# design 1

design_1/placement_by_type.png
Fill, decap, tap and diode cells in gray.
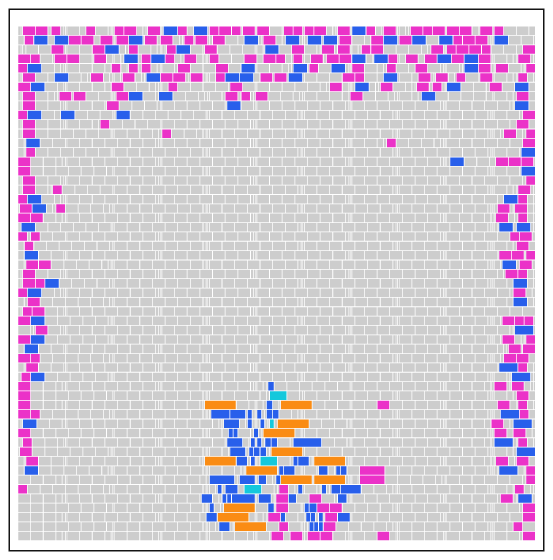

## config.mk

```make
export PLATFORM = sky130hd
export DESIGN_NAME = proc_mem_arbiter
export DESIGN_NICKNAME = d
export VERILOG_FILES = /design/src/rtl/proc_mem_arbiter_pkg.sv /design/src/rtl/proc_mem_arb_tag_fifo.sv /design/src/rtl/proc_mem_arbiter.sv
export SDC_FILE = /design/constraint.sdc
export NUM_CORES = 1
export LEC_CHECK = 0
export CORE_AREA = 2 2 153 155
export CTS_BUF_LIST = sky130_fd_sc_hd__clkbuf_8
export DETAILED_ROUTE_END_ITERATION = 6
export DIE_AREA = 0 0 155 157
export MAX_ROUTING_LAYER = met4
export SYNTH_ARGS = -nofsm -noshare
export SYNTH_HDL_FRONTEND = slang
export SYNTH_HIERARCHICAL = 1
export SYNTH_SLANG_ARGS = --single-unit
export TNS_END_PERCENT = 20
```

## constraint.sdc

```tcl
create_clock -name clk -period 4 [get_ports clk]
set_clock_uncertainty 0.05 [all_clocks]
set_input_delay 1 -clock clk [delete_from_list [all_inputs] [get_ports clk]]
set_output_delay 1 -clock clk [all_outputs]
set_load 0.05 [all_outputs]
```

## src/rtl/proc_mem_arbiter_pkg.sv

```systemverilog
// rtl/proc_mem_arbiter_pkg.sv - port ids and memory message types shared by the arbiter
package proc_mem_arbiter_pkg;

  localparam logic MEM_ARB_PORT_IMEM = 1'b0;
  localparam logic MEM_ARB_PORT_DMEM = 1'b1;

  localparam logic [2:0] MEM_MSG_TYPE_READ  = 3'd0;
  localparam logic [2:0] MEM_MSG_TYPE_WRITE = 3'd1;

  typedef struct packed {
    logic [2:0]  msg_type;
    logic [7:0]  opaque;
    logic [31:0] addr;
    logic [1:0]  len;
    logic [31:0] data;
  } mem_req_4B_t;

  typedef struct packed {
    logic [2:0]  msg_type;
    logic [7:0]  opaque;
    logic [1:0]  test;
    logic [1:0]  len;
    logic [31:0] data;
  } mem_resp_4B_t;

endpackage

```

## src/rtl/proc_mem_arb_tag_fifo.sv

```systemverilog
// rtl/proc_mem_arb_tag_fifo.sv - 1-bit circular FIFO holding the issuing port of each outstanding request
module proc_mem_arb_tag_fifo #(
  parameter int p_depth     = 4,
  parameter int p_cnt_nbits = 3
) (
  input  logic                   clk,
  input  logic                   reset,
  input  logic                   push_i,
  input  logic                   push_data_i,
  input  logic                   pop_i,
  output logic                   full_o,
  output logic                   empty_o,
  output logic                   head_o,
  output logic [p_cnt_nbits-1:0] count_o
);

  localparam int c_ptr_nbits = $clog2(p_depth);
  localparam logic [p_cnt_nbits-1:0] c_depth = p_cnt_nbits'(p_depth);

  logic [p_depth-1:0]     slots_q, slots_d;
  logic [c_ptr_nbits-1:0] head_q, head_d;
  logic [c_ptr_nbits-1:0] tail_q, tail_d;
  logic [p_cnt_nbits-1:0] count_q, count_d;
  logic                   do_push, do_pop;

  assign full_o  = (count_q == c_depth);
  assign empty_o = (count_q == '0);
  assign head_o  = slots_q[head_q];
  assign count_o = count_q;

  // Full is judged on the registered count, so a same-cycle pop never admits a push.
  assign do_push = push_i && !full_o;
  assign do_pop  = pop_i && !empty_o;

  always_comb begin
    slots_d = slots_q;
    head_d  = head_q;
    tail_d  = tail_q;
    count_d = count_q;
    if (do_push) begin
      slots_d[tail_q] = push_data_i;
      tail_d          = tail_q + c_ptr_nbits'(1);
    end
    if (do_pop) begin
      head_d = head_q + c_ptr_nbits'(1);
    end
    case ({do_push, do_pop})
      2'b10:   count_d = count_q + p_cnt_nbits'(1);
      2'b01:   count_d = count_q - p_cnt_nbits'(1);
      default: count_d = count_q;
    endcase
  end

  always_ff @(posedge clk or posedge reset) begin
    if (reset) begin
      slots_q <= '0;
      head_q  <= '0;
      tail_q  <= '0;
      count_q <= '0;
    end else begin
      slots_q <= slots_d;
      head_q  <= head_d;
      tail_q  <= tail_d;
      count_q <= count_d;
    end
  end

endmodule

```

## src/rtl/proc_mem_arbiter.sv

```systemverilog
// rtl/proc_mem_arbiter.sv - round-robin 2:1 arbiter merging imem/dmem onto one in-order memory port
module proc_mem_arbiter
  import proc_mem_arbiter_pkg::*;
#(
  parameter int p_max_inflight = 4,
  parameter int p_cnt_nbits    = 3
) (
  input  logic                   clk,
  input  logic                   reset,

  input  mem_req_4B_t            req0_msg,
  input  logic                   req0_val,
  output logic                   req0_rdy,
  input  mem_req_4B_t            req1_msg,
  input  logic                   req1_val,
  output logic                   req1_rdy,

  output mem_resp_4B_t           resp0_msg,
  output logic                   resp0_val,
  input  logic                   resp0_rdy,
  output mem_resp_4B_t           resp1_msg,
  output logic                   resp1_val,
  input  logic                   resp1_rdy,

  output mem_req_4B_t            memreq_msg,
  output logic                   memreq_val,
  input  logic                   memreq_rdy,
  input  mem_resp_4B_t           memresp_msg,
  input  logic                   memresp_val,
  output logic                   memresp_rdy,

  output logic [p_cnt_nbits-1:0] inflight,
  output logic                   err
);

  logic gnt_val, gnt_id;
  logic full, empty, head_id;
  logic req_fire, resp_fire;
  logic prio_q, prio_d;
  logic err_q, err_d;

  always_comb begin
    gnt_val = req0_val || req1_val;
    gnt_id  = MEM_ARB_PORT_IMEM;
    if (req0_val && req1_val) begin
      gnt_id = prio_q;
    end else if (req1_val) begin
      gnt_id = MEM_ARB_PORT_DMEM;
    end
  end

  assign memreq_val = gnt_val && !full;
  assign memreq_msg = (gnt_id == MEM_ARB_PORT_DMEM) ? req1_msg : req0_msg;
  assign req0_rdy   = gnt_val && (gnt_id == MEM_ARB_PORT_IMEM) && !full && memreq_rdy;
  assign req1_rdy   = gnt_val && (gnt_id == MEM_ARB_PORT_DMEM) && !full && memreq_rdy;
  assign req_fire   = memreq_val && memreq_rdy;

  // Responses come back in request order, so the FIFO head names their destination.
  assign memresp_rdy = !empty && ((head_id == MEM_ARB_PORT_DMEM) ? resp1_rdy : resp0_rdy);
  assign resp0_val   = memresp_val && !empty && (head_id == MEM_ARB_PORT_IMEM);
  assign resp1_val   = memresp_val && !empty && (head_id == MEM_ARB_PORT_DMEM);
  assign resp0_msg   = memresp_msg;
  assign resp1_msg   = memresp_msg;
  assign resp_fire   = memresp_val && memresp_rdy;

  proc_mem_arb_tag_fifo #(
    .p_depth     (p_max_inflight),
    .p_cnt_nbits (p_cnt_nbits)
  ) u_tag_fifo (
    .clk         (clk),
    .reset       (reset),
    .push_i      (req_fire),
    .push_data_i (gnt_id),
    .pop_i       (resp_fire),
    .full_o      (full),
    .empty_o     (empty),
    .head_o      (head_id),
    .count_o     (inflight)
  );

  always_comb begin
    prio_d = prio_q;
    err_d  = err_q;
    if (req_fire) begin
      prio_d = ~gnt_id;
    end
    if (memresp_val && empty) begin
      err_d = 1'b1;
    end
  end

  always_ff @(posedge clk or posedge reset) begin
    if (reset) begin
      prio_q <= MEM_ARB_PORT_IMEM;
      err_q  <= 1'b0;
    end else begin
      prio_q <= prio_d;
      err_q  <= err_d;
    end
  end

  assign err = err_q;

endmodule
```

# design 2

File: src/rtl/bcd_serial_add_ctrl.sv
// Digit-serial BCD adder controller: one 4-bit BCD adder stage, one digit per RUN cycle.
// Optional macro BCD_SUB_EN adds a `sub` port for ten's-complement subtraction.
module bcd_serial_add_ctrl #(
  parameter int DIGIT_NUM = 8
) (
  input  logic                   clk,
  input  logic                   reset,
  input  logic                   start,
  input  logic [4*DIGIT_NUM-1:0] A,
  input  logic [4*DIGIT_NUM-1:0] B,
  input  logic                   Cin,
`ifdef BCD_SUB_EN
  input  logic                   sub,
`endif
  output logic                   busy,
  output logic                   done,
  output logic [4*DIGIT_NUM-1:0] S,
  output logic                   Cout,
  output logic                   err,
  output logic [1:0]             state_dbg
);

  localparam int W  = 4 * DIGIT_NUM;
  localparam int CW = (DIGIT_NUM > 1) ? $clog2(DIGIT_NUM) : 1;

  typedef enum logic [1:0] {
    IDLE = 2'd0,
    RUN  = 2'd1,
    DONE = 2'd2
  } state_t;

  // Handshake: start is sampled only in IDLE (launch not pending); operands are
  // captured on that edge, RUN follows one cycle later, and done pulses for one
  // cycle when S/Cout/err change. start seen at any other time is dropped.
  state_t          state, state_nxt;
  logic            launch;
  logic [CW-1:0]   cnt;
  logic [W-1:0]    a_sh, b_sh, s_sh;
  logic            carry;
  logic            err_acc;

  logic [W-1:0]    b_lat;
  logic            cin_lat;
  logic            err_in;
  logic [4:0]      t, t6;
  logic            gt9;
  logic [3:0]      dig_s;
  logic [W+3:0]    s_cat;
  logic [W-1:0]    s_nxt;
  logic            last;

  // Operand conditioning at capture time: range check on raw digits, then
  // optional nine's complement of B.
  always_comb begin
    b_lat  = B;
    err_in = 1'b0;
    for (int i = 0; i < DIGIT_NUM; i++) begin
      if (A[4*i +: 4] > 4'd9 || B[4*i +: 4] > 4'd9) err_in = 1'b1;
`ifdef BCD_SUB_EN
      if (sub) b_lat[4*i +: 4] = 4'd9 - B[4*i +: 4];
`endif
    end
  end

`ifdef BCD_SUB_EN
  assign cin_lat = sub ? 1'b1 : Cin;
`else
  assign cin_lat = Cin;
`endif

  // Single BCD digit stage on the low digit of the shifting operands.
  always_comb begin
    t     = {1'b0, a_sh[3:0]} + {1'b0, b_sh[3:0]} + {4'b0, carry};
    gt9   = (t > 5'd9);
    t6    = t + 5'd6;
    dig_s = gt9 ? t6[3:0] : t[3:0];
    s_cat = {dig_s, s_sh};
    s_nxt = s_cat[W+3:4];
    last  = (cnt == CW'(DIGIT_NUM - 1));
  end

  always_ff @(posedge clk or posedge reset) begin
    if (reset) state <= IDLE;
    else       state <= state_nxt;
  end

  always_comb begin
    state_nxt = state;
    case (state)
      IDLE:    if (launch) state_nxt = RUN;
      RUN:     if (last)   state_nxt = DONE;
      DONE:    state_nxt = IDLE;
      default: state_nxt = IDLE;
    endcase
  end

  assign busy      = (state == RUN);
  assign done      = (state == DONE);
  assign state_dbg = state;

  always_ff @(posedge clk or posedge reset) begin
    if (reset) begin
      launch  <= 1'b0;
      cnt     <= '0;
      a_sh    <= '0;
      b_sh    <= '0;
      s_sh    <= '0;
      carry   <= 1'b0;
      err_acc <= 1'b0;
      S       <= '0;
      Cout    <= 1'b0;
      err     <= 1'b0;
    end else begin
      case (state)
        IDLE: begin
          if (launch) begin
            launch <= 1'b0;
          end else if (start) begin
            launch  <= 1'b1;
            a_sh    <= A;
            b_sh    <= b_lat;
            carry   <= cin_lat;
            cnt     <= '0;
            err_acc <= err_in;
          end
        end
        RUN: begin
          a_sh  <= a_sh >> 4;
          b_sh  <= b_sh >> 4;
          s_sh  <= s_nxt;
          carry <= gt9;
          if (last) begin
            // Results become visible together, on entry to DONE.
            S    <= s_nxt;
            Cout <= gt9;
            err  <= err_acc;
          end else begin
            cnt <= cnt + CW'(1);
          end
        end
        default: ;
      endcase
    end
  end

endmodule

File: config.mk
export PLATFORM = sky130hd
export DESIGN_NAME = bcd_serial_add_ctrl
export DESIGN_NICKNAME = d
export VERILOG_FILES = /design/src/rtl/bcd_serial_add_ctrl.sv
export SDC_FILE = /design/constraint.sdc
export NUM_CORES = 1
export LEC_CHECK = 0
export CAP_MARGIN = 10
export CORE_MARGIN = 5
export CORE_UTILIZATION = 50
export DETAILED_ROUTE_END_ITERATION = 16
export PLACE_DENSITY_LB_ADDON = 0.25
export SLEW_MARGIN = 20
export SYNTH_ARGS = -nofsm -noshare
export SYNTH_HDL_FRONTEND = slang
export SYNTH_SLANG_ARGS = --single-unit
File: constraint.sdc
create_clock -name clk -period 5.9 [get_ports clk]
set_input_delay 1.77 -clock clk [delete_from_list [all_inputs] [get_ports clk]]
set_output_delay 1.77 -clock clk [all_outputs]
set_load 0.005 [all_outputs]
design_2/clk_routes.png
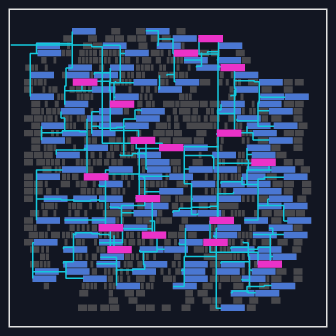
Blue marks flip-flops, count 134. Cyan marks clock wires, length 1570 microns. Magenta marks clock drivers, count 17.
Position of the flops: all over the die.

==> flow_metrics.py, design 2 <==
# Flow results
metrics = {
    "drt": {
        "avgViaCountPerCell": 5.39,
        "wl_met1_mm": 5.63,
        "met3WireLength_microns": 649,
    },
    "grt": {
        "grt_first_pass_wirelength_mm": 22.5,
        "grt-ovfl-total": 0,
        "grtUsageTotal_pct": 19.6,
        "use_met3_pct": 6.10,
    },
    "synthesis": {
        "adder_share_pct": 1.97,
        "xor_area_share_pct": 0.300,
        "synth_cell_types": 34,
        "top_logic_kind": "simple AND/OR/NAND/NOR gates",
    },
    "power_and_ir_drop": {
        "power-top-group": "combinational cells",
    },
    "run_status": {
        "outcome": "completed",
    },
    "place": {
        "place_ws_ps": 1720,
    },
    "cells_and_area": {
        "final.signal_inverter_count": 5,
    },
    "sta": {
        "final.setup.tns_ps": 0,
        "period_needed_ps": 4610,
    },
    "critical_path": {
        "cp_cell_sequence": "nand2b_4 -> inv_2 -> clkdlybuf4s50_1",
    },
}
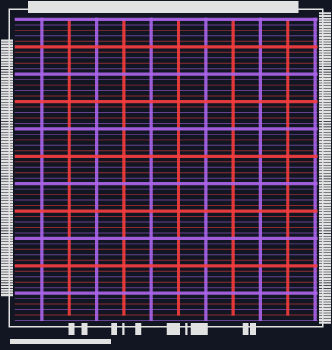
design_1/power_grid.png
Bar = 50 microns. Pins as bars on the die edge.
Purple marks VSS. Red marks VDD.
11 straps on met5. 11 straps on met4. The core has 55 rows. 390 signal pins sit on the boundary.

About design_1/placement_by_type.png:
Cyan marks clock drivers and dummy loads, cells 4, share of their area 1.1%. Magenta marks remaining buffers and delay cells, cells 250, share of their area 58%. Blue marks combinational and other logic, cells 141, share of their area 33%. Orange marks sequential cells, cells 13, share of their area 8.1%.
final core occ: 19.5%
Seq/total area: 7.42%
core area: 22500 sq um

==> flow_metrics.py, design 1 <==
# Flow results
metrics = {
    "run_status": {
        "outcome": "completed",
    },
    "drt": {
        "drt_wl_total_mm": 10.3,
        "avgViaCountPerCell": 3.31,
    },
    "synthesis": {
        "xor_area_share_pct": 2.15,
        "netlist_area_sq_um": 2440,
    },
    "floorplanning": {
        "placementRows": 55,
        "die_h_microns": 157,
        "chip_area_sq_um": 24300,
    },
    "sta": {
        "report.final.slew_viol_count": 0,
        "period_needed_ps": 3720,
    },
    "power_and_ir_drop": {
        "total_power_mw": 1.87,
        "combPwrFrac_pct": 79.4,
    },
    "cells_and_area": {
        "comb_area_sq_um": 1290,
        "layout_top_cell": "clkdlybuf4s50_1",
        "flops": 13,
    },
    "critical_path": {
        "worstSetupStartpointType": "primary input",
        "max_stage_delay_ps": 490,
    },
    "clocking": {
        "cts.sinks": 13,
        "clk_latency_ps": 240,
    },
    "place": {
        "place_ws_ps": 278,
        "gp_congestion": 0.718,
    },
}


==> screenshots <==
Metal layers overlaid.
(a)
Bar = 50 microns. Only two layers are drawn.
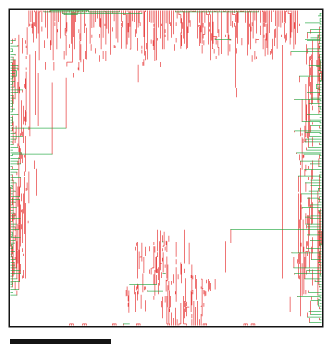
(b)
Bar = 20 microns. Only two layers are drawn.
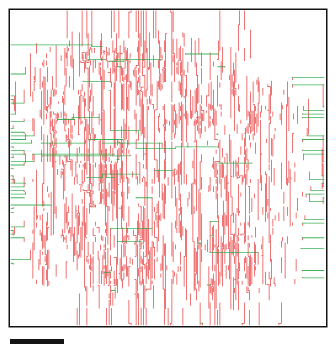
Of these, largest die: (a)
(b): design 2
(a): design 1

Key to (b):
Red marks metal 2, wire length 6590 microns. Green marks metal 3, wire length 650 microns.

Power is estimated from default activity; no workload was simulated.
